######## regfile_wb_scheduler ########
==> config.mk <==
export PLATFORM = sky130hd
export DESIGN_NAME = regfile_wb_scheduler
export DESIGN_NICKNAME = d
export VERILOG_FILES = /design/src/rtl/regfile_pkg.sv /design/src/rtl/rr_arbiter.sv /design/src/rtl/regfile_wb_scheduler.sv
export SDC_FILE = /design/constraint.sdc
export NUM_CORES = 1
export LEC_CHECK = 0
export ABC_AREA = 1
export CAP_MARGIN = 20
export CORE_MARGIN = 4
export CORE_UTILIZATION = 35
export DETAILED_ROUTE_END_ITERATION = 6
export PLACE_DENSITY = 0.81
export SYNTH_ARGS = -nofsm -noshare
export SYNTH_HDL_FRONTEND = slang
export SYNTH_SLANG_ARGS = --single-unit
==> constraint.sdc <==
create_clock -name clk -period 2.6 [get_ports clk]
set_input_delay 0.78 -clock clk [delete_from_list [all_inputs] [get_ports clk]]
set_output_delay 0.78 -clock clk [all_outputs]
set_load 0.03 [all_outputs]
==> src/rtl/regfile_pkg.sv <==
// Register-file constants and types shared by the writeback scheduler,
// the register bank and the issue stage.
package regfile_pkg;

  localparam int REG_COUNT = 16;
  localparam int IDX_W     = $clog2(REG_COUNT);
  localparam int DATA_W    = 32;

  typedef logic [IDX_W-1:0]  reg_idx_t;
  typedef logic [DATA_W-1:0] reg_data_t;

endpackage

==> src/rtl/rr_arbiter.sv <==
// Round-robin arbiter: one-hot grant to the first requester at or after ptr;
// ptr moves just past the winner whenever the grant is consumed (advance).
module rr_arbiter #(
  parameter  int N     = 3,
  localparam int PTR_W = (N > 1) ? $clog2(N) : 1
) (
  input  logic             clk,
  input  logic             rst_async_n,
  input  logic [N-1:0]     req,
  input  logic             advance,
  output logic [N-1:0]     grant,
  output logic [PTR_W-1:0] ptr
);

  localparam logic [N-1:0] ONE = N'(1);

  logic [N-1:0]     req_rot;
  logic [N-1:0]     gnt_rot;
  logic [PTR_W-1:0] ptr_nxt;

  // Rotate so the pointer lands at bit 0, isolate the lowest set bit, rotate back.
  assign req_rot = N'({req, req} >> ptr);
  assign gnt_rot = req_rot & (~req_rot + ONE);
  assign grant   = N'({gnt_rot, gnt_rot} >> (N - int'(ptr)));

  // NOTE: every variable assigned in always_comb gets a default first, so no
  // path through the block can leave it unassigned and infer a latch.
  always_comb begin
    ptr_nxt = ptr;
    for (int k = 0; k < N; k++) begin
      if (grant[k]) ptr_nxt = PTR_W'((k + 1) % N);
    end
  end

  // NOTE: sequential state uses non-blocking assignments so every flop
  // samples pre-edge values, independent of statement order.
  always_ff @(posedge clk or negedge rst_async_n) begin
    if (!rst_async_n)  ptr <= '0;
    else if (advance)  ptr <= ptr_nxt;
  end

endmodule

==> src/rtl/regfile_wb_scheduler.sv <==
// Writeback scheduler: round-robin access to the register bank's single write
// port through a registered stage, plus the busy-register scoreboard.
module regfile_wb_scheduler #(
  parameter int NUM_REQ   = 3,
  parameter int REG_COUNT = regfile_pkg::REG_COUNT,
  parameter int IDX_W     = regfile_pkg::IDX_W,
  parameter int DATA_W    = regfile_pkg::DATA_W
) (
  input  logic                      clk,
  input  logic                      rst_async_n,
  input  logic [NUM_REQ-1:0]        req_valid,
  input  logic [NUM_REQ*IDX_W-1:0]  req_index,
  input  logic [NUM_REQ*DATA_W-1:0] req_data,
  output logic [NUM_REQ-1:0]        req_ready,
  output logic                      rf_write_en,
  output logic [IDX_W-1:0]          rf_write_index,
  output logic [DATA_W-1:0]         rf_write,
  input  logic                      rsv_valid,
  input  logic [IDX_W-1:0]          rsv_index,
  output logic                      rsv_ready,
  input  logic [IDX_W-1:0]          chk_a_index,
  input  logic [IDX_W-1:0]          chk_b_index,
  input  logic [IDX_W-1:0]          chk_c_index,
  output logic [2:0]                chk_busy,
  output logic [REG_COUNT-1:0]      busy,
  output logic                      err_unreserved
);

  localparam int PTR_W = (NUM_REQ > 1) ? $clog2(NUM_REQ) : 1;

  logic [PTR_W-1:0]     rr_ptr;
  logic                 grant_any;
  logic [IDX_W-1:0]     grant_index;
  logic [DATA_W-1:0]    grant_data;
  logic [REG_COUNT-1:0] set_mask;
  logic [REG_COUNT-1:0] clr_mask;

  rr_arbiter #(.N(NUM_REQ)) u_arb (
    .clk         (clk),
    .rst_async_n (rst_async_n),
    .req         (req_valid),
    .advance     (grant_any),
    .grant       (req_ready),
    .ptr         (rr_ptr)
  );

  assign grant_any = |req_ready;

  always_comb begin
    grant_index = '0;
    grant_data  = '0;
    for (int k = 0; k < NUM_REQ; k++) begin
      if (req_ready[k]) begin
        grant_index = req_index[k*IDX_W +: IDX_W];
        grant_data  = req_data[k*DATA_W +: DATA_W];
      end
    end
  end

  // A busy register is refused even if its write is staged this cycle (WAW).
  assign rsv_ready = rsv_valid && (rsv_index == '0 || !busy[rsv_index]);
  assign set_mask  = REG_COUNT'(rsv_ready && rsv_index != '0) << rsv_index;
  assign clr_mask  = REG_COUNT'(rf_write_en) << rf_write_index;

  assign chk_busy[0] = (chk_a_index != '0) && busy[chk_a_index];
  assign chk_busy[1] = (chk_b_index != '0) && busy[chk_b_index];
  assign chk_busy[2] = (chk_c_index != '0) && busy[chk_c_index];

  // Busy clears on the same edge the bank captures the staged write.
  always_ff @(posedge clk or negedge rst_async_n) begin
    if (!rst_async_n) begin
      busy           <= '0;
      rf_write_en    <= 1'b0;
      rf_write_index <= '0;
      rf_write       <= '0;
      err_unreserved <= 1'b0;
    end else begin
      busy           <= (busy & ~clr_mask) | set_mask;
      err_unreserved <= rf_write_en && !busy[rf_write_index];
      rf_write_en    <= grant_any && (grant_index != '0);
      if (grant_any) begin
        rf_write_index <= grant_index;
        rf_write       <= grant_data;
      end
    end
  end

  ptr_in_range: assert property (@(posedge clk) disable iff (!rst_async_n)
    {1'b0, rr_ptr} < (PTR_W + 1)'(NUM_REQ));

endmodule

######## burst_mem_arbiter ########
## config.mk

```make
export PLATFORM = sky130hd
export DESIGN_NAME = burst_mem_arbiter
export DESIGN_NICKNAME = d
export VERILOG_FILES = /design/src/rtl/burst_arb_pkg.sv /design/src/rtl/burst_mem_arbiter_rr_grant.sv /design/src/rtl/burst_mem_arbiter.sv
export SDC_FILE = /design/constraint.sdc
export NUM_CORES = 1
export LEC_CHECK = 0
export ABC_AREA = 1
export CAP_MARGIN = 15
export CELL_PAD_IN_SITES_DETAIL_PLACEMENT = 1
export CELL_PAD_IN_SITES_GLOBAL_PLACEMENT = 2
export CORE_AREA = 2 2 388 390
export DETAILED_ROUTE_END_ITERATION = 10
export DIE_AREA = 0 0 390 392
export PLACE_DENSITY = 0.78
export REMOVE_ABC_BUFFERS = 1
export SYNTH_ARGS = -nofsm -noshare
export SYNTH_HDL_FRONTEND = slang
export SYNTH_HIERARCHICAL = 1
export SYNTH_SLANG_ARGS = --single-unit
export TNS_END_PERCENT = 50
```

## constraint.sdc

```tcl
create_clock -name clk -period 3.6 [get_ports clk]
set_input_delay 0.9 -clock clk [delete_from_list [all_inputs] [get_ports clk]]
set_output_delay 0.9 -clock clk [all_outputs]
set_load 0.005 [all_outputs]
```

## src/rtl/burst_arb_pkg.sv

```systemverilog
// burst_arb_pkg: shared state encoding and geometry helpers for burst_mem_arbiter.
`default_nettype none

package burst_arb_pkg;

    typedef enum logic [1:0] {
        IDLE = 2'd0,
        RD   = 2'd1,
        WR   = 2'd2,
        DONE = 2'd3
    } state_t;

    function automatic int calc_beats(input int line_w, input int beat_w);
        return line_w / beat_w;
    endfunction

    // A single-beat line still needs a one-bit counter.
    function automatic int calc_cnt_w(input int line_w, input int beat_w);
        int beats;
        beats = calc_beats(line_w, beat_w);
        return (beats <= 1) ? 1 : $clog2(beats);
    endfunction

    function automatic int calc_idx_w(input int num_ch);
        return (num_ch <= 1) ? 1 : $clog2(num_ch);
    endfunction

endpackage

`default_nettype wire

```

## src/rtl/burst_mem_arbiter_rr_grant.sv

```systemverilog
// rr_grant: picks one requesting channel; round-robin when BURST_ARB_RR_EN is defined,
// lowest-index fixed priority otherwise.
`default_nettype none

module rr_grant
    import burst_arb_pkg::*;
#(
    parameter int NUM_CH = 2,
    parameter int IDX_W  = calc_idx_w(NUM_CH)
) (
    input  logic              clk,
    input  logic              rst,
    input  logic [NUM_CH-1:0] req,
    input  logic              update,
    input  logic [IDX_W-1:0]  last_idx,
    output logic              grant_valid,
    output logic [IDX_W-1:0]  grant_idx
);

`ifdef BURST_ARB_RR_EN
    logic [IDX_W-1:0] ptr;

    // ptr holds the channel where the next search starts.
    always_ff @(posedge clk or negedge rst) begin
        if (!rst) begin
            ptr <= '0;
        end else if (update) begin
            ptr <= (int'(last_idx) >= NUM_CH - 1) ? '0 : last_idx + 1'b1;
        end
    end

    always_comb begin
        int c;
        c           = 0;
        grant_valid = 1'b0;
        grant_idx   = '0;
        for (int k = NUM_CH - 1; k >= 0; k--) begin
            c = (int'(ptr) + k) % NUM_CH;
            if (req[c]) begin
                grant_valid = 1'b1;
                grant_idx   = IDX_W'(c);
            end
        end
    end
`else
    always_comb begin
        grant_valid = 1'b0;
        grant_idx   = '0;
        for (int k = NUM_CH - 1; k >= 0; k--) begin
            if (req[k]) begin
                grant_valid = 1'b1;
                grant_idx   = IDX_W'(k);
            end
        end
    end

    logic unused_rr;
    assign unused_rr = &{1'b0, clk, rst, update, last_idx};
`endif

endmodule

`default_nettype wire

```

## src/rtl/burst_mem_arbiter.sv

```systemverilog
// burst_mem_arbiter: NUM_CH line requesters serialised onto one burst memory port.
// Optional round-robin arbitration via BURST_ARB_RR_EN.
`default_nettype none

module burst_mem_arbiter
    import burst_arb_pkg::*;
#(
    parameter int NUM_CH = 2,
    parameter int ADDR_W = 32,
    parameter int LINE_W = 256,
    parameter int BEAT_W = 64
) (
    input  logic                     clk,
    input  logic                     rst,
    input  logic [NUM_CH-1:0]        ch_read,
    input  logic [NUM_CH-1:0]        ch_write,
    input  logic [NUM_CH*ADDR_W-1:0] ch_addr,
    input  logic [NUM_CH*LINE_W-1:0] ch_wdata,
    output logic [LINE_W-1:0]        ch_rdata,
    output logic [NUM_CH-1:0]        ch_resp,
    output logic                     mem_read,
    output logic                     mem_write,
    output logic [ADDR_W-1:0]        mem_addr,
    output logic [BEAT_W-1:0]        mem_wdata,
    input  logic [BEAT_W-1:0]        mem_rdata,
    input  logic                     mem_resp
);

    localparam int BEATS = calc_beats(LINE_W, BEAT_W);
    localparam int CNT_W = calc_cnt_w(LINE_W, BEAT_W);
    localparam int IDX_W = calc_idx_w(NUM_CH);
    localparam int OFF_W = $clog2(LINE_W / 8);
    localparam logic [ADDR_W-1:0] ALIGN_MASK = ~ADDR_W'((64'd1 << OFF_W) - 64'd1);
    localparam logic [CNT_W-1:0]  LAST_BEAT  = CNT_W'(BEATS - 1);

    state_t             state;
    state_t             state_nxt;
    logic [CNT_W-1:0]   cnt;
    logic [IDX_W-1:0]   sel;
    logic [ADDR_W-1:0]  addr_q;
    logic [LINE_W-1:0]  wline;
    logic [LINE_W-1:0]  rbuf;
    logic [NUM_CH-1:0]  req;
    logic               grant_valid;
    logic [IDX_W-1:0]   grant_idx;
    logic               last_beat;

    assign req       = ch_read | ch_write;
    assign last_beat = mem_resp && (cnt == LAST_BEAT);
    assign ch_rdata  = rbuf;

    rr_grant #(
        .NUM_CH (NUM_CH),
        .IDX_W  (IDX_W)
    ) u_grant (
        .clk         (clk),
        .rst         (rst),
        .req         (req),
        .update      (state == DONE),
        .last_idx    (sel),
        .grant_valid (grant_valid),
        .grant_idx   (grant_idx)
    );

    always_ff @(posedge clk or negedge rst) begin
        if (!rst) begin
            state <= IDLE;
        end else begin
            state <= state_nxt;
        end
    end

    always_comb begin
        state_nxt = state;
        mem_read  = 1'b0;
        mem_write = 1'b0;
        mem_addr  = '0;
        mem_wdata = '0;
        ch_resp   = '0;
        case (state)
            IDLE: begin
                // Write wins when a channel raises both directions.
                if (grant_valid) begin
                    state_nxt = ch_write[grant_idx] ? WR : RD;
                end
            end
            RD: begin
                mem_read = 1'b1;
                mem_addr = addr_q;
                if (last_beat) begin
                    state_nxt = DONE;
                end
            end
            WR: begin
                mem_write = 1'b1;
                mem_addr  = addr_q;
                mem_wdata = wline[int'(cnt)*BEAT_W +: BEAT_W];
                if (last_beat) begin
                    state_nxt = DONE;
                end
            end
            DONE: begin
                ch_resp[sel] = 1'b1;
                state_nxt    = IDLE;
            end
            default: state_nxt = IDLE;
        endcase
    end

    always_ff @(posedge clk or negedge rst) begin
        if (!rst) begin
            cnt    <= '0;
            sel    <= '0;
            addr_q <= '0;
            wline  <= '0;
            rbuf   <= '0;
        end else begin
            case (state)
                IDLE: begin
                    if (grant_valid) begin
                        sel    <= grant_idx;
                        addr_q <= ch_addr[int'(grant_idx)*ADDR_W +: ADDR_W] & ALIGN_MASK;
                        if (ch_write[grant_idx]) begin
                            wline <= ch_wdata[int'(grant_idx)*LINE_W +: LINE_W];
                        end
                    end
                end
                RD: begin
                    if (mem_resp) begin
                        rbuf[int'(cnt)*BEAT_W +: BEAT_W] <= mem_rdata;
                        cnt <= cnt + 1'b1;
                    end
                end
                WR: begin
                    if (mem_resp) begin
                        cnt <= cnt + 1'b1;
                    end
                end
                DONE:    cnt <= '0;
                default: cnt <= '0;
            endcase
        end
    end

endmodule

`default_nettype wire

```

######## sa_sched_flat ########
[src/rtl/sa_pkg.sv]
// Shared types and constants for the systolic-array operand scheduler.
//   sa_state_e   : scheduler FSM states
//   SA_N         : default array dimension
//   DRAIN_CYC    : drain length for the default array dimension (2*N)
//   drain_cycles : drain length for an arbitrary array dimension
package sa_pkg;

  typedef enum logic [2:0] {
    ST_IDLE,
    ST_CLEAR,
    ST_FEED,
    ST_DRAIN,
    ST_DONE
  } sa_state_e;

  localparam int SA_N      = 8;
  localparam int DRAIN_CYC = 2 * SA_N;

  // Last operand enters at the array corner, then needs up to 2N hops to
  // reach the far accumulator.
  function automatic int drain_cycles(input int n);
    return 2 * n;
  endfunction

endpackage

[src/rtl/sa_sched_if.sv]
// Control/operand-feed bundle between the scheduler and its environment.
//   I_START, I_K_LEN, I_STALL : job request and upstream readiness
//   O_BUSY, O_DONE            : job status
//   O_PE_SRSTN                : active-low synchronous accumulator clear
//   O_RD_EN, O_RD_ADDR        : operand buffer read port (1-cycle latency)
//   O_ROW_VLD, O_COL_VLD      : skewed left/top-edge valids into the array
interface sa_sched_if #(
  parameter int N   = 8,
  parameter int K_W = 8
);
  logic           I_START;
  logic [K_W-1:0] I_K_LEN;
  logic           I_STALL;
  logic           O_BUSY;
  logic           O_PE_SRSTN;
  logic           O_RD_EN;
  logic [K_W-1:0] O_RD_ADDR;
  logic [N-1:0]   O_ROW_VLD;
  logic [N-1:0]   O_COL_VLD;
  logic           O_DONE;

  modport master (
    output I_START, I_K_LEN, I_STALL,
    input  O_BUSY, O_PE_SRSTN, O_RD_EN, O_RD_ADDR, O_ROW_VLD, O_COL_VLD, O_DONE
  );

  modport slave (
    input  I_START, I_K_LEN, I_STALL,
    output O_BUSY, O_PE_SRSTN, O_RD_EN, O_RD_ADDR, O_ROW_VLD, O_COL_VLD, O_DONE
  );
endinterface

[src/rtl/sa_sched_skew_pipe.sv]
// N-stage valid delay line: dout[i] is din delayed by 1+i cycles.
//   I_CLK, I_ASYN_RST : clock, async active-high reset
//   clr               : synchronous flush of every stage
//   din               : read-enable stream
//   dout              : per-row/column skewed valids
module skew_pipe #(
  parameter int N = 8
) (
  input  logic         I_CLK,
  input  logic         I_ASYN_RST,
  input  logic         clr,
  input  logic         din,
  output logic [N-1:0] dout
);

  always_ff @(posedge I_CLK or posedge I_ASYN_RST) begin
    if (I_ASYN_RST) begin
      dout <= '0;
    end else if (clr) begin
      dout <= '0;
    end else begin
      dout <= (dout << 1) | N'(din);
    end
  end

endmodule

[src/rtl/sa_sched.sv]
// Operand-feed scheduler for an N x N systolic array.
//   I_CLK, I_ASYN_RST : clock, async active-high reset
//   bus (slave)       : start/K/stall in; busy, PE clear, buffer read port,
//                       skewed row/column valids and done pulse out
// Every output is a register loaded from the state the FSM is in at that
// edge, so an output reflecting state S appears the cycle after S is entered.
module sa_sched
  import sa_pkg::*;
#(
  parameter int N   = 8,
  parameter int K_W = 8
) (
  input  logic I_CLK,
  input  logic I_ASYN_RST,
  sa_sched_if.slave bus
);

  localparam int DRAIN_N = drain_cycles(N);
  localparam int DCW     = $clog2(DRAIN_N);

  sa_state_e      state;
  logic [K_W-1:0] k;
  logic [K_W-1:0] k_len;
  logic [DCW-1:0] drain_cnt;

  logic           busy_q;
  logic           pe_srstn_q;
  logic           rd_en_q;
  logic [K_W-1:0] rd_addr_q;
  logic           done_q;
  logic [N-1:0]   vld;
  logic           skew_clr;

  always_ff @(posedge I_CLK or posedge I_ASYN_RST) begin
    if (I_ASYN_RST) begin
      state      <= ST_IDLE;
      k          <= '0;
      k_len      <= '0;
      drain_cnt  <= '0;
      busy_q     <= 1'b0;
      pe_srstn_q <= 1'b0;
      rd_en_q    <= 1'b0;
      rd_addr_q  <= '0;
      done_q     <= 1'b0;
    end else begin
      busy_q     <= (state != ST_IDLE);
      pe_srstn_q <= (state != ST_CLEAR);
      rd_en_q    <= 1'b0;
      done_q     <= 1'b0;
      case (state)
        ST_IDLE: begin
          if (bus.I_START && (bus.I_K_LEN != '0)) begin
            k_len <= bus.I_K_LEN;
            k     <= '0;
            state <= ST_CLEAR;
          end
        end
        ST_CLEAR: begin
          state <= ST_FEED;
        end
        ST_FEED: begin
          if (!bus.I_STALL) begin
            rd_en_q   <= 1'b1;
            rd_addr_q <= k;
            // Stop on the last index instead of incrementing past it, so
            // K = 2^K_W-1 never wraps the counter.
            if (k == k_len - K_W'(1)) begin
              drain_cnt <= '0;
              state     <= ST_DRAIN;
            end else begin
              k <= k + K_W'(1);
            end
          end
        end
        ST_DRAIN: begin
          if (drain_cnt == DCW'(DRAIN_N - 1)) begin
            state <= ST_DONE;
          end else begin
            drain_cnt <= drain_cnt + DCW'(1);
          end
        end
        ST_DONE: begin
          done_q <= 1'b1;
          state  <= ST_IDLE;
        end
        default: begin
          state <= ST_IDLE;
        end
      endcase
    end
  end

  assign skew_clr = (state == ST_IDLE) || (state == ST_CLEAR);

  skew_pipe #(.N(N)) u_skew (
    .I_CLK      (I_CLK),
    .I_ASYN_RST (I_ASYN_RST),
    .clr        (skew_clr),
    .din        (rd_en_q),
    .dout       (vld)
  );

  assign bus.O_BUSY     = busy_q;
  assign bus.O_PE_SRSTN = pe_srstn_q;
  assign bus.O_RD_EN    = rd_en_q;
  assign bus.O_RD_ADDR  = rd_addr_q;
  assign bus.O_DONE     = done_q;
  assign bus.O_ROW_VLD  = vld;
  assign bus.O_COL_VLD  = vld;

endmodule

[src/flat_wrapper.sv]
// flat-port wrapper written by rule: the top's interface ports become plain ports
module sa_sched_flat import sa_pkg::*;
#(
  parameter int N   = 8,
  parameter int K_W = 8
)
  (I_CLK, I_ASYN_RST, bus_I_START, bus_I_K_LEN, bus_I_STALL, bus_O_BUSY, bus_O_PE_SRSTN, bus_O_RD_EN, bus_O_RD_ADDR, bus_O_ROW_VLD, bus_O_COL_VLD, bus_O_DONE);
  sa_sched_if #(.N(N), .K_W(K_W)) bus_i ();
  input  logic I_CLK;
  input  logic I_ASYN_RST;
  input wire logic [$bits(bus_i.I_START)-1:0] bus_I_START;
  input wire logic [$bits(bus_i.I_K_LEN)-1:0] bus_I_K_LEN;
  input wire logic [$bits(bus_i.I_STALL)-1:0] bus_I_STALL;
  output wire logic [$bits(bus_i.O_BUSY)-1:0] bus_O_BUSY;
  output wire logic [$bits(bus_i.O_PE_SRSTN)-1:0] bus_O_PE_SRSTN;
  output wire logic [$bits(bus_i.O_RD_EN)-1:0] bus_O_RD_EN;
  output wire logic [$bits(bus_i.O_RD_ADDR)-1:0] bus_O_RD_ADDR;
  output wire logic [$bits(bus_i.O_ROW_VLD)-1:0] bus_O_ROW_VLD;
  output wire logic [$bits(bus_i.O_COL_VLD)-1:0] bus_O_COL_VLD;
  output wire logic [$bits(bus_i.O_DONE)-1:0] bus_O_DONE;
  assign bus_i.I_START = bus_I_START;
  assign bus_i.I_K_LEN = bus_I_K_LEN;
  assign bus_i.I_STALL = bus_I_STALL;
  assign bus_O_BUSY = bus_i.O_BUSY;
  assign bus_O_PE_SRSTN = bus_i.O_PE_SRSTN;
  assign bus_O_RD_EN = bus_i.O_RD_EN;
  assign bus_O_RD_ADDR = bus_i.O_RD_ADDR;
  assign bus_O_ROW_VLD = bus_i.O_ROW_VLD;
  assign bus_O_COL_VLD = bus_i.O_COL_VLD;
  assign bus_O_DONE = bus_i.O_DONE;
  sa_sched #(.N(N), .K_W(K_W)) u_core (.I_CLK(I_CLK), .I_ASYN_RST(I_ASYN_RST), .bus(bus_i));
endmodule
[config.mk]
export PLATFORM = sky130hd
export DESIGN_NAME = sa_sched_flat
export DESIGN_NICKNAME = d
export VERILOG_FILES = /design/src/rtl/sa_pkg.sv /design/src/rtl/sa_sched_if.sv /design/src/rtl/sa_sched_skew_pipe.sv /design/src/rtl/sa_sched.sv /design/src/flat_wrapper.sv
export SDC_FILE = /design/constraint.sdc
export NUM_CORES = 1
export LEC_CHECK = 0
export ABC_AREA = 1
export ABC_CLOCK_PERIOD_IN_PS = 2600
export CORE_MARGIN = 5
export CORE_UTILIZATION = 41
export CTS_CLUSTER_SIZE = 8
export DETAILED_ROUTE_END_ITERATION = 6
export GPL_TIMING_DRIVEN = 0
export PLACE_DENSITY = 0.63
export SLEW_MARGIN = 20
export SYNTH_ARGS = -nofsm -noshare
export SYNTH_HDL_FRONTEND = slang
export SYNTH_SLANG_ARGS = --single-unit
[constraint.sdc]
create_clock -name I_CLK -period 2.6 [get_ports I_CLK]
set_clock_uncertainty 0.2 [all_clocks]
set_input_delay 0.26 -clock I_CLK [delete_from_list [all_inputs] [get_ports I_CLK]]
set_output_delay 0.26 -clock I_CLK [all_outputs]
set_load 0.01 [all_outputs]
######## sdram_cmd_arbiter ########
### config.mk
export PLATFORM = sky130hd
export DESIGN_NAME = sdram_cmd_arbiter
export DESIGN_NICKNAME = d
export VERILOG_FILES = /design/src/rtl/sdram_arb_pkg.sv /design/src/rtl/sdram_cmd_arbiter_vid_addr_gen.sv /design/src/rtl/sdram_cmd_arbiter.sv
export SDC_FILE = /design/constraint.sdc
export NUM_CORES = 1
export LEC_CHECK = 0
export CORE_MARGIN = 2
export CORE_UTILIZATION = 50
export CTS_BUF_LIST = sky130_fd_sc_hd__clkbuf_4
export CTS_CLUSTER_SIZE = 25
export DETAILED_ROUTE_END_ITERATION = 7
export PLACE_DENSITY = 0.82
export SETUP_SLACK_MARGIN = 0.3
export SLEW_MARGIN = 0
export SYNTH_ARGS = -nofsm -noshare
export SYNTH_HDL_FRONTEND = slang
export SYNTH_SLANG_ARGS = --single-unit
### constraint.sdc
create_clock -name clk -period 1.9 [get_ports clk]
set_input_delay 0.19 -clock clk [delete_from_list [all_inputs] [get_ports clk]]
set_output_delay 0.19 -clock clk [all_outputs]
set_load 0.01 [all_outputs]
### src/rtl/sdram_arb_pkg.sv
// Shared command codes, burst lengths and owner encoding for the SDRAM command arbiter.
package sdram_arb_pkg;
  localparam logic [1:0] CMD_NOP   = 2'b00;
  localparam logic [1:0] CMD_WR256 = 2'b01;
  localparam logic [1:0] CMD_RD32  = 2'b10;
  localparam logic [1:0] CMD_RD256 = 2'b11;

  localparam int BURST_VID  = 16;
  localparam int BURST_LINE = 128;

  typedef enum logic [1:0] {NONE = 2'd0, VID = 2'd1, WB = 2'd2, FILL = 2'd3} owner_t;
endpackage

### src/rtl/sdram_cmd_arbiter_vid_addr_gen.sv
// Video frame pointer: advances per accepted video burst, wraps per frame, restart clears it.
module vid_addr_gen
  import sdram_arb_pkg::*;
#(
  parameter int          VID_WORDS = 3072,
  parameter logic [14:0] VID_BASE  = 15'h6ff8
) (
  input  logic        clk,
  input  logic        rst,
  input  logic        advance,
  input  logic        restart,
  output logic [17:0] addr
);
  logic [11:0] ptr;
  logic [14:0] word;

  // Upper pointer bits are inverted so the frame is laid out downward from the base.
  assign word = VID_BASE + {3'b000, ~ptr[11:2], ptr[1:0]};
  assign addr = {word, 3'b000};

  always_ff @(posedge clk) begin
    if (rst || restart)   ptr <= '0;
    else if (advance)     ptr <= (ptr == 12'(VID_WORDS - 1)) ? 12'd0 : ptr + 12'd1;
  end
endmodule

### src/rtl/sdram_cmd_arbiter.sv
// Schedules video prefetch, cache write-back and cache fill bursts onto one SDRAM command port.
module sdram_cmd_arbiter
  import sdram_arb_pkg::*;
#(
  parameter int          VID_WORDS  = 3072,
  parameter logic [14:0] VID_BASE   = 15'h6ff8,
  parameter int          STARVE_MAX = 4
) (
  input  logic        clk,
  input  logic        rst,
  input  logic        vid_low,
  input  logic        vid_restart,
  input  logic        wb_req,
  input  logic [11:0] wb_line,
  input  logic        fill_req,
  input  logic [11:0] fill_line,
  output logic [1:0]  sys_cmd,
  output logic [17:0] sys_addr,
  input  logic [1:0]  sys_cmd_ack,
  input  logic        sys_rd_data_valid,
  input  logic        sys_wr_data_valid,
  input  logic [15:0] sys_dout,
  output logic        cache_write_data,
  output logic        cache_read_data,
  output logic [31:0] vq_data,
  output logic        vq_we,
  output logic [1:0]  owner
);
  localparam logic [1:0] ST_IDLE  = 2'd0;
  localparam logic [1:0] ST_ISSUE = 2'd1;
  localparam logic [1:0] ST_DATA  = 2'd2;
  localparam int         SW       = $clog2(STARVE_MAX + 1);

  logic [1:0]    state;
  owner_t        own;
  logic [6:0]    beat;
  logic [SW-1:0] starve;
  logic [15:0]   lo;
  logic [17:0]   vid_addr;
  logic          accept, cache_pend, vid_win, beat_stb, last_beat;

  assign accept     = (state == ST_ISSUE) && (sys_cmd != CMD_NOP) && (sys_cmd_ack == sys_cmd);
  assign cache_pend = wb_req | fill_req;
  assign vid_win    = vid_low && !(cache_pend && (starve >= SW'(STARVE_MAX)));
  assign beat_stb   = (state == ST_DATA) && ((own == WB) ? sys_wr_data_valid : sys_rd_data_valid);
  assign last_beat  = beat == ((own == VID) ? 7'(BURST_VID - 1) : 7'(BURST_LINE - 1));

  assign cache_write_data = sys_rd_data_valid && (own == FILL);
  assign cache_read_data  = sys_wr_data_valid && (own == WB);
  assign owner            = own;

  vid_addr_gen #(.VID_WORDS(VID_WORDS), .VID_BASE(VID_BASE)) u_vid (
    .clk     (clk),
    .rst     (rst),
    .advance (accept && (own == VID)),
    .restart (vid_restart),
    .addr    (vid_addr)
  );

  always_ff @(posedge clk) begin
    if (rst) begin
      state    <= ST_IDLE;
      own      <= NONE;
      sys_cmd  <= CMD_NOP;
      sys_addr <= '0;
      beat     <= '0;
      starve   <= '0;
      lo       <= '0;
      vq_data  <= '0;
      vq_we    <= 1'b0;
    end else begin
      vq_we <= 1'b0;
      case (state)
        ST_IDLE: begin
          if (vid_win) begin
            state    <= ST_ISSUE;
            own      <= VID;
            sys_cmd  <= CMD_RD32;
            sys_addr <= vid_addr;
            if (cache_pend) starve <= starve + 1'b1;
          end else if (wb_req) begin
            state    <= ST_ISSUE;
            own      <= WB;
            sys_cmd  <= CMD_WR256;
            sys_addr <= {wb_line, 6'b0};
            starve   <= '0;
          end else if (fill_req) begin
            state    <= ST_ISSUE;
            own      <= FILL;
            sys_cmd  <= CMD_RD256;
            sys_addr <= {fill_line, 6'b0};
            starve   <= '0;
          end
        end
        ST_ISSUE: begin
          if (accept) begin
            sys_cmd <= CMD_NOP;
            state   <= ST_DATA;
            beat    <= '0;
          end
        end
        ST_DATA: begin
          if (beat_stb) begin
            // Video beats pair up: low half first, the odd beat completes the word.
            if (own == VID) begin
              if (!beat[0]) lo <= sys_dout;
              else begin
                vq_data <= {sys_dout, lo};
                vq_we   <= 1'b1;
              end
            end
            if (last_beat) begin
              state <= ST_IDLE;
              own   <= NONE;
              beat  <= '0;
            end else begin
              beat <= beat + 7'd1;
            end
          end
        end
        default: state <= ST_IDLE;
      endcase
    end
  end
endmodule

### Pin map, sdram_cmd_arbiter

Pins as bars across the die edge, other pins in grey.
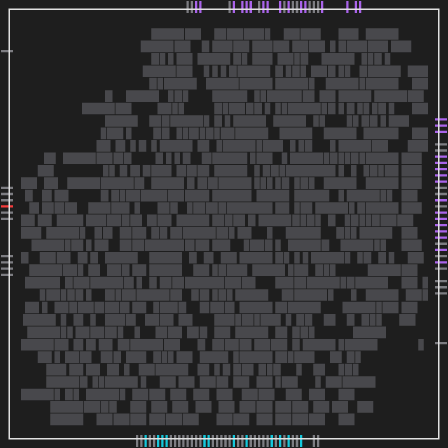
| colour | port | pins | direction | edge |
|---|---|---|---|---|
| purple | vq_data | 32 | output | 16 top, 16 right |
| cyan | fill_line | 12 | input | bottom |
| red | cache_read_data | 1 | output | left |
die width: 93.6 µm
Die Y: 93.6 µm
port buffer count: 103

### Clock wiring as the flow saved it, sdram_cmd_arbiter

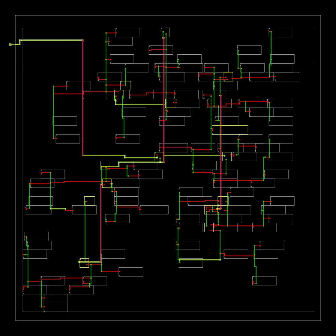
clock buffers: 9
seq_cells: 92
CTS sink cnt: 92

==> results.sh, sdram_cmd_arbiter <==
# flow metrics
export IMPL_yosysWarnings=0
export IMPL_ys_top_cells_by_area="dfxtp_1 (46%), nand2_1 (12%), a21oi_1 (8.5%), xor2_1 (3.5%), mux2i_1 (3.2%)"
export IMPL_sw_frac_of_total_pct=27.2
export IMPL_grt_overflow_total=0
export IMPL_drc=0
export IMPL_top_layer="met4"
export IMPL_worst_r2r_cell_count=6
export IMPL_finalCriticalPeriod_ps=1700
export IMPL_endpoint="beat[5]$_SDFFE_PP0P_"
export IMPL_grtUsageTotal_pct=24.5
export IMPL_outcome="finished, final reports clean"
export IMPL_comb_area_mm2=0.00210
export IMPL_ff_latch_area_mm2=0.00186
export IMPL_maxPowerGroup="registers"
export IMPL_taps=102
export IMPL_coreArea_mm2=0.00777
export IMPL_xor_share_pct=4.36
export IMPL_synth_most_common_cell="nand2_1"
export IMPL_fillers=596
export IMPL_seqPwrFrac_pct=54.6
export IMPL_start_kind="flip-flop"
export IMPL_clock_latency_ps=450
export IMPL_irDropWorstVdd_mv=0.363
export IMPL_cts_root_buf="clkbuf_4"
export IMPL_vias=3841
export IMPL_wl_um=10700
export IMPL_ys_area_mm2=0.00402
export IMPL_ys_cells=491
export IMPL_cp_data_arrival_time_ps=2040
export IMPL_cp_num_buf_inv=1
export IMPL_skew_ps=16.5
export IMPL_critPathTopFamily="simple AND/OR/NAND/NOR gates"
export IMPL_required_ps=2240
## sdram_cmd_arbiter: repair_timing
action / CTS / global route
hold endpoints to repair: 0 / 0
resized: 17 / 45
buffers inserted: 4 / 1
pin swaps: 1 / 8
hold buffers: 0 / 0
setup endpoints to repair: 26 / 73
## sdram_cmd_arbiter: state kept, by name (all words and copies together), names as in the netlist
register,flops
vq_data,32
lo,16
sys_addr,15
u_vid.ptr,12
beat,7
starve,3
owner,2
state,2
sys_cmd,2
vq_we,1
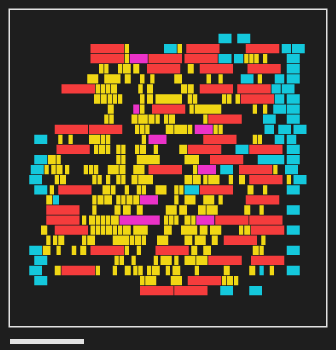
*Placed cells, one colour a class, sa_sched_flat*
Scale bar: 20 µm.
| colour | class | cells |
|---|---|---|
| magenta | clock drivers and dummy loads | 8 |
| cyan | remaining buffers and delay cells | 51 |
| yellow | combinational and other logic | 228 |
| red | sequential cells | 43 |

### Pin map, sa_sched_flat

Pins as bars across the die edge, other pins in grey.
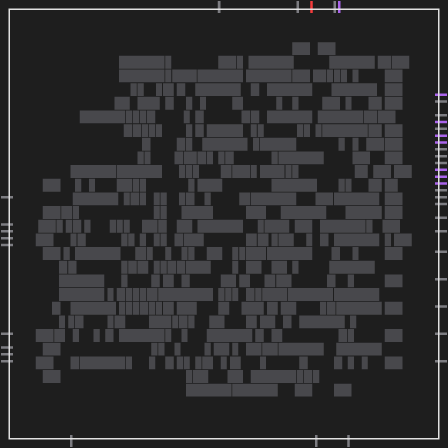
| colour | port | pins | direction | edge |
|---|---|---|---|---|
| purple | bus_O_ROW_VLD | 8 | output | 7 right, 1 top |
| red | bus_O_PE_SRSTN | 1 | output | top |

==> results.sh, sa_sched_flat <==
# flow metrics
export IMPL_timing_reg2reg_setup_slack_ps=470
export IMPL_start_kind="flip-flop"
export IMPL_dp_slack_ps=371
export IMPL_cts_hold_buf=0
export IMPL_worst_r2r_cell_count=11
export IMPL_gr_usage_met1_pct=18.3
export IMPL_ff_latch_area_mm2=0.00108
export IMPL_h_tree_depth=2
export IMPL_grt_pass1_wl_um=7960
export IMPL_logic_gates=185
export IMPL_finalCriticalPeriod_ps=2130
export IMPL_grt_use_met2_pct=22.1
export IMPL_endpoint="u_core.k[4]$_DFFE_PP0P_"
export IMPL_grt_met3_usage_pct=2.33
export IMPL_coreArea_mm2=0.00551
export IMPL_xor_share_pct=3.78
export IMPL_setup_viol_count_final=0
export IMPL_n_all_buffers=51
export IMPL_drtAntennaViolNets=0
export IMPL_drtIter0Drc=100
export IMPL_postSynthCellCount=282
export IMPL_place_hpwl_um=3600
export IMPL_max_stage_delay_ps=380
export IMPL_seq_power_mw=1.00
export IMPL_hold_path_class="input port to asynchronous set/reset pin"
export IMPL_dieArea_mm2=0.00726
export IMPL_critPathTopFamily="simple AND/OR/NAND/NOR gates"
export IMPL_outcome="finished, final reports clean"
export IMPL_ys_area_mm2=0.00232
export IMPL_syn2layout_area_growth_pct=26.7
==> sa_sched_flat: per-stage QoR <==
stage	area, µm²	power (mW)	cells
3_3_place_gp	2800	2.45	393
2_1_floorplan	2320	2.05	282
6_report	2940	2.98	402
3_5_place_dp	2820	2.47	394
4_1_cts	2940	3.02	402
5_1_grt	2940	3.28	402
==> sa_sched_flat: layer usage <==
layer  vias to the layer above  part of all wire [%]
li1                        979                     -
met1                       822                    48
met2                        42                    44
met3                         6                   5.7
met4                         0                   1.8
met5                         -                     0
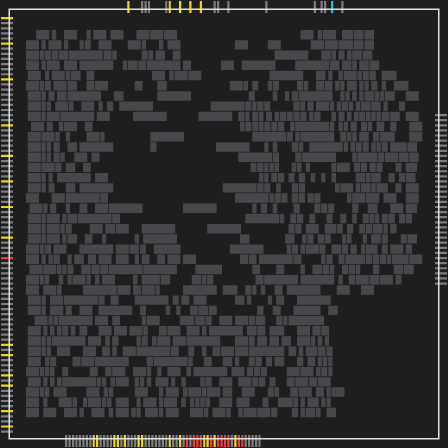
*Pin map, regfile_wb_scheduler*
Pins as bars across the die edge, other pins in grey.
| colour | port | pins | direction | edge |
|---|---|---|---|---|
| cyan | rsv_ready | 1 | output | top |
| red | req_index | 12 | input | 11 bottom, 1 left |
| yellow | rf_write | 32 | output | 14 left, 13 bottom, 5 top |
all pins by edge: 82 left, 57 bottom, 34 right, 18 top

### Clock network drawn from the DEF, regfile_wb_scheduler

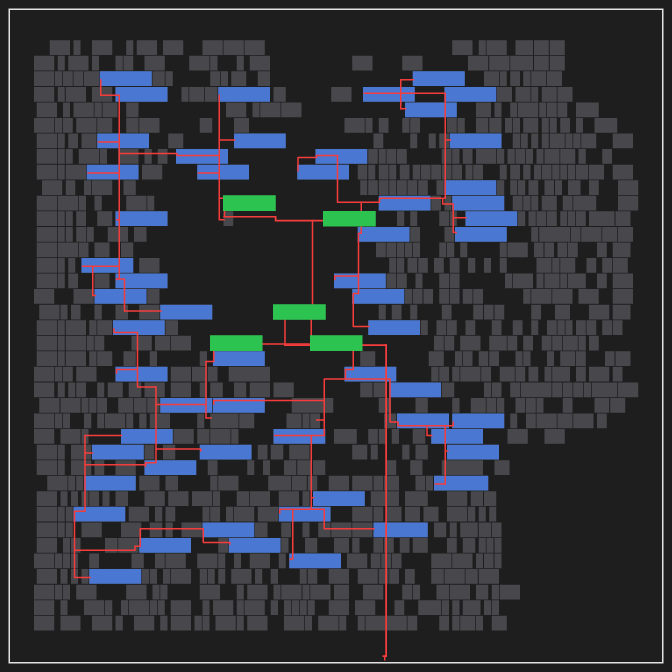
[blue] flip-flops | count: 56
[red] clock wires | length: 682 µm
[green] clock drivers | count: 5
routed clock nets: 6
Clk power: 0.680 mW
Clock power frac: 8.1%

==> results.sh, regfile_wb_scheduler <==
# flow metrics
export IMPL_outcome="finished, final reports clean"
export IMPL_p_comb_share_pct=71.3
export IMPL_dieArea_mm2=0.0130
export IMPL_path_cells="clkdlybuf4s50_1, a311o_1, o21ai_1, buf_4"
export IMPL_wl_um=14000
export IMPL_lay_top_cells="nand2_1 (171), clkdlybuf4s50_1 (165), nand3_1 (65)"
export IMPL_cts_buffer_depth=2
export IMPL_h_tree_depth=2
export IMPL_synth_area_mm2=0.00393
export IMPL_yosys_area_share_aoi_pct=13.2
export IMPL_comb_area_mm2=0.00219
export IMPL_logic_gates=433
export IMPL_synth_seq_cells=56
export IMPL_drt_pass1_iter_count=6
export IMPL_finalMaxSlewViolations=0
export IMPL_worst_setup_path_end_kind="output pin"
export IMPL_setup_tns_ps=0
export IMPL_antenna_found_initial=0
export IMPL_cts_root_buf="clkbuf_16"
export IMPL_post_place_cells=927
export IMPL_power_mw=8.37
export IMPL_irDropWorstVdd_mv=0.612
export IMPL_powerDensity_mw_per_mm2=1300
export IMPL_fin_util_pct=58.9
export IMPL_hold_violations=0
export IMPL_critPathTopFamily="buffers and inverters"
export IMPL_seq_power_mw=1.72
export IMPL_cts_tree="built"
export IMPL_startpoint="chk_b_index[3]"
export IMPL_yosys_area_top_type="dfrtp_1"
export IMPL_taps=140
export IMPL_power_internal_mw=4.01
export IMPL_start_kind="input port"
export IMPL_wl_met2_um=6890
export IMPL_cts_hold_buf=0
export IMPL_clock_latency_ps=290
-- regfile_wb_scheduler: worst min-delay path by stage --
stage                                         end                   from  slack, ps
finish              rf_write_index[2]$_DFFE_PN0P_            rst_async_n        510
global route             err_unreserved$_DFF_PN0_            rst_async_n        560
CTS                 rf_write_index[1]$_DFFE_PN0P_            rst_async_n        520
detailed placement       err_unreserved$_DFF_PN0_  rf_write_en$_DFF_PN0_        520
global placement         err_unreserved$_DFF_PN0_  rf_write_en$_DFF_PN0_        520
floorplan                       busy[0]$_DFF_PN0_            rst_async_n        480
### M4 wires, burst_mem_arbiter

Scale bar: 100 µm.
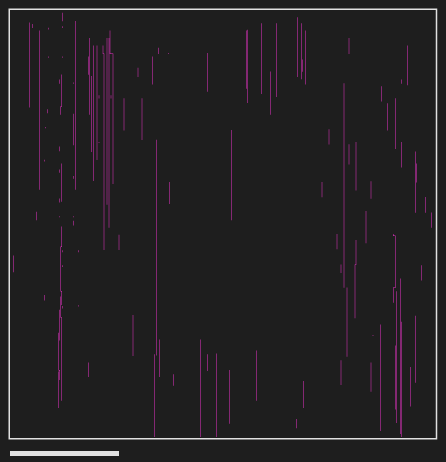
share of all routed wire: 3.2%
longest straight run: 197 µm
drt total wl: 148,000 µm
via count: 30,400

### Clock network drawn from the DEF, burst_mem_arbiter

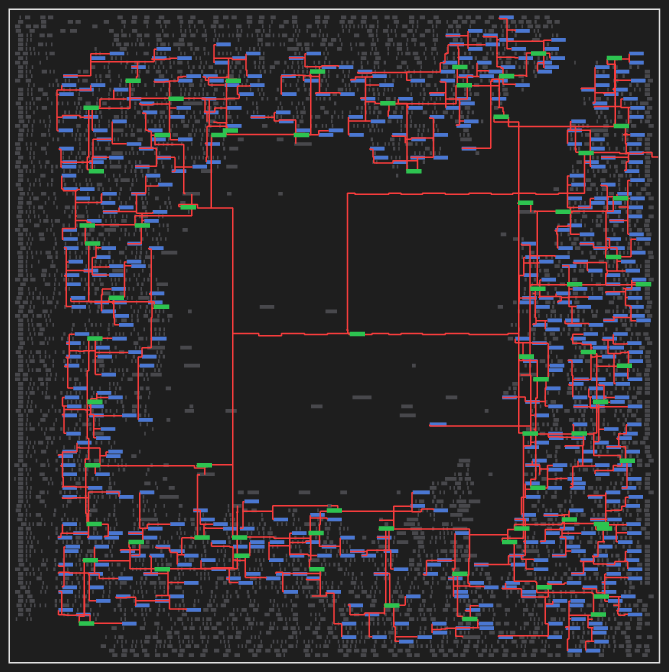
[green] clock drivers | count: 70
[red] clock wires | length: 9,540 µm
[blue] flip-flops | count: 544
flops lie: spread over the die
routed clock nets: 71

==> results.sh, burst_mem_arbiter <==
# flow metrics
export IMPL_grtUsageTotal_pct=18.7
export IMPL_cts_buffer_depth=3
export IMPL_outcome="finished, final reports clean"
export IMPL_powerDensity_mw_per_mm2=731
export IMPL_setup_tns_ps=0
export IMPL_clock_sinks=544
export IMPL_finalNetCount=5572
export IMPL_ys_sh_mux_pct=0
export IMPL_yosys_area_top_type="dfrtp_1"
export IMPL_logic_gates=2886
export IMPL_finalMaxSlewViolations=0
export IMPL_drtIter0Drc=1402
export IMPL_syn_avg_cell_area_um2=7.08
export IMPL_postCtsSetupBuffers=2
export IMPL_vias_per_cell=4.39
export IMPL_max_stage_delay_ps=570
export IMPL_period_used_pct=99.0
export IMPL_slowest_stage="dfrtp_4"
export IMPL_setup_viol_count_final=0
export IMPL_startpoint="cnt[0]$_DFFE_PN0P_"
## burst_mem_arbiter: where the power goes
part | leakage (nW) | internal [mW] | switching, mW
sequential | 7.17 | 8.43 | 1.33
clock | 1.18 | 4.43 | 3.05
combinational | 13.2 | 5.95 | 8.68
## burst_mem_arbiter: critical path: cells and delay by family (launching register included)
family,cells,cell delay (ps)
and+or+nand+nor,2,300
buffers and inverters,2,780
DFF,1,570
AOI/OAI and AO/OA,1,230
## burst_mem_arbiter: metal layers
layer  wire, µm  track usage [%]
met5        363                0
met4       4750             6.60
met3      10200             5.01
met2      73300             32.7
met1      59500             22.0


==> screenshots <==
Cells by drive strength.
shot_01.png
Scale bar: 20 µm.
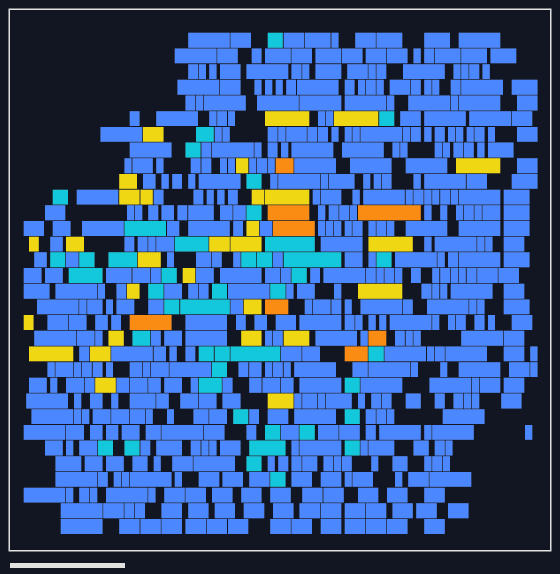
shot_02.png
Scale bar: 20 µm.
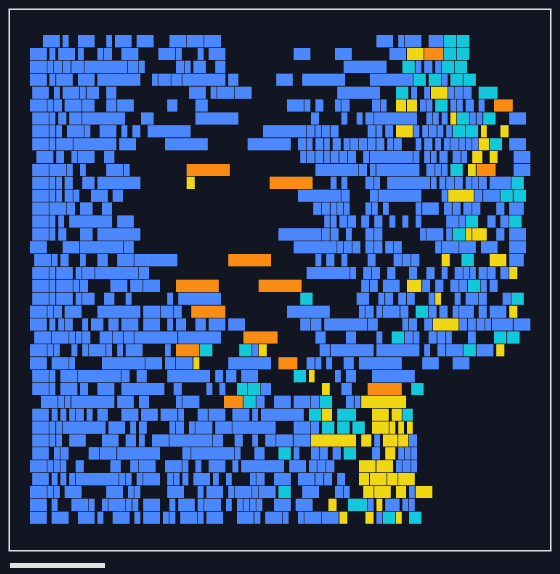
shot_03.png
Scale bar: 100 µm.
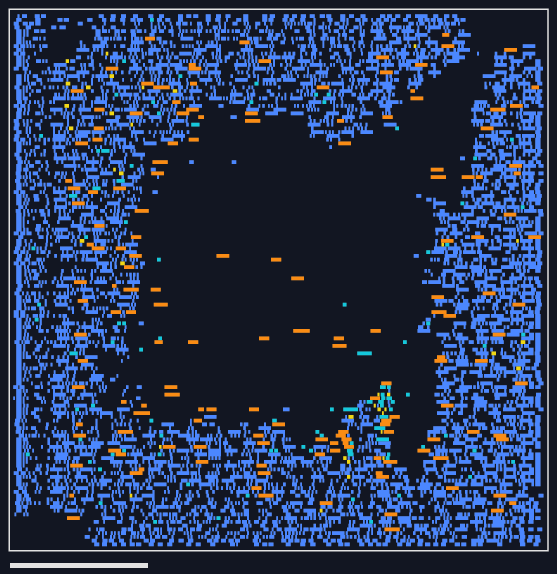
shot_04.png
Scale bar: 20 µm.
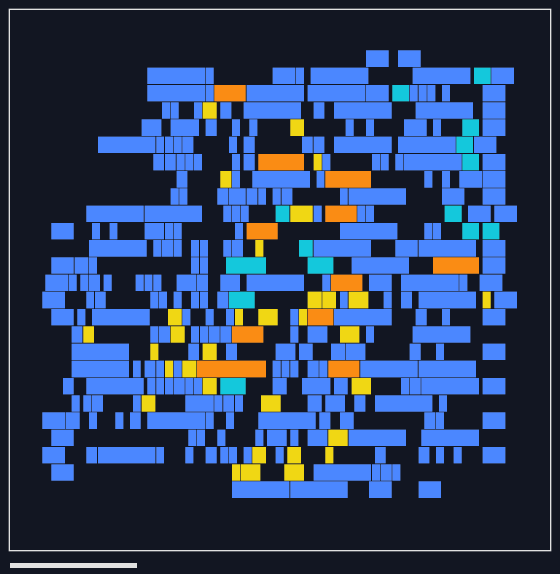
sa_sched_flat: shot_04.png
burst_mem_arbiter: shot_03.png
regfile_wb_scheduler: shot_02.png
sdram_cmd_arbiter: shot_01.png
The one with the most cells is shot_03.png.
The one with the fewest cells is shot_04.png.

Key to shot_02.png:
| colour | size | cells | share |
|---|---|---|---|
| yellow | _2 cells | 56 | 6.9% |
| cyan | _3 and _4 cells | 55 | 6.8% |
| blue | _0 and _1 cells | 683 | 85% |
| orange | _6 and larger | 14 | 1.7% |


==> screenshots <==
Clock wiring as the flow saved it.
image #1
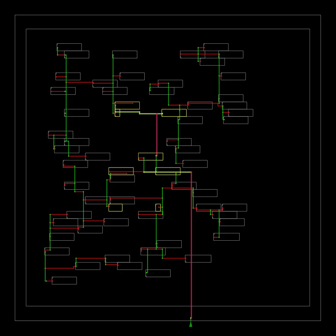
image #2
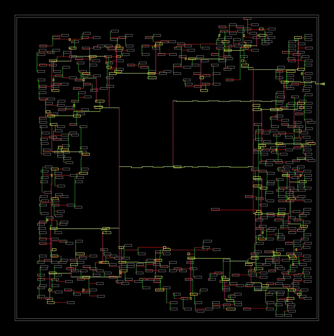
image #3
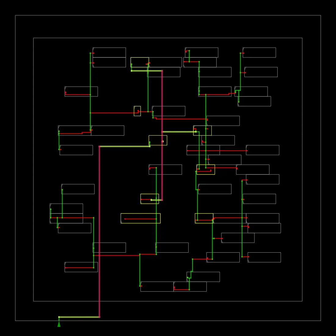
Image #3 comes from sa_sched_flat.
Image #1 comes from regfile_wb_scheduler.
Image #2 comes from burst_mem_arbiter.
- most sequential cells: image #2
- most clock buffers: image #2

Power is estimated from default activity; no workload was simulated.
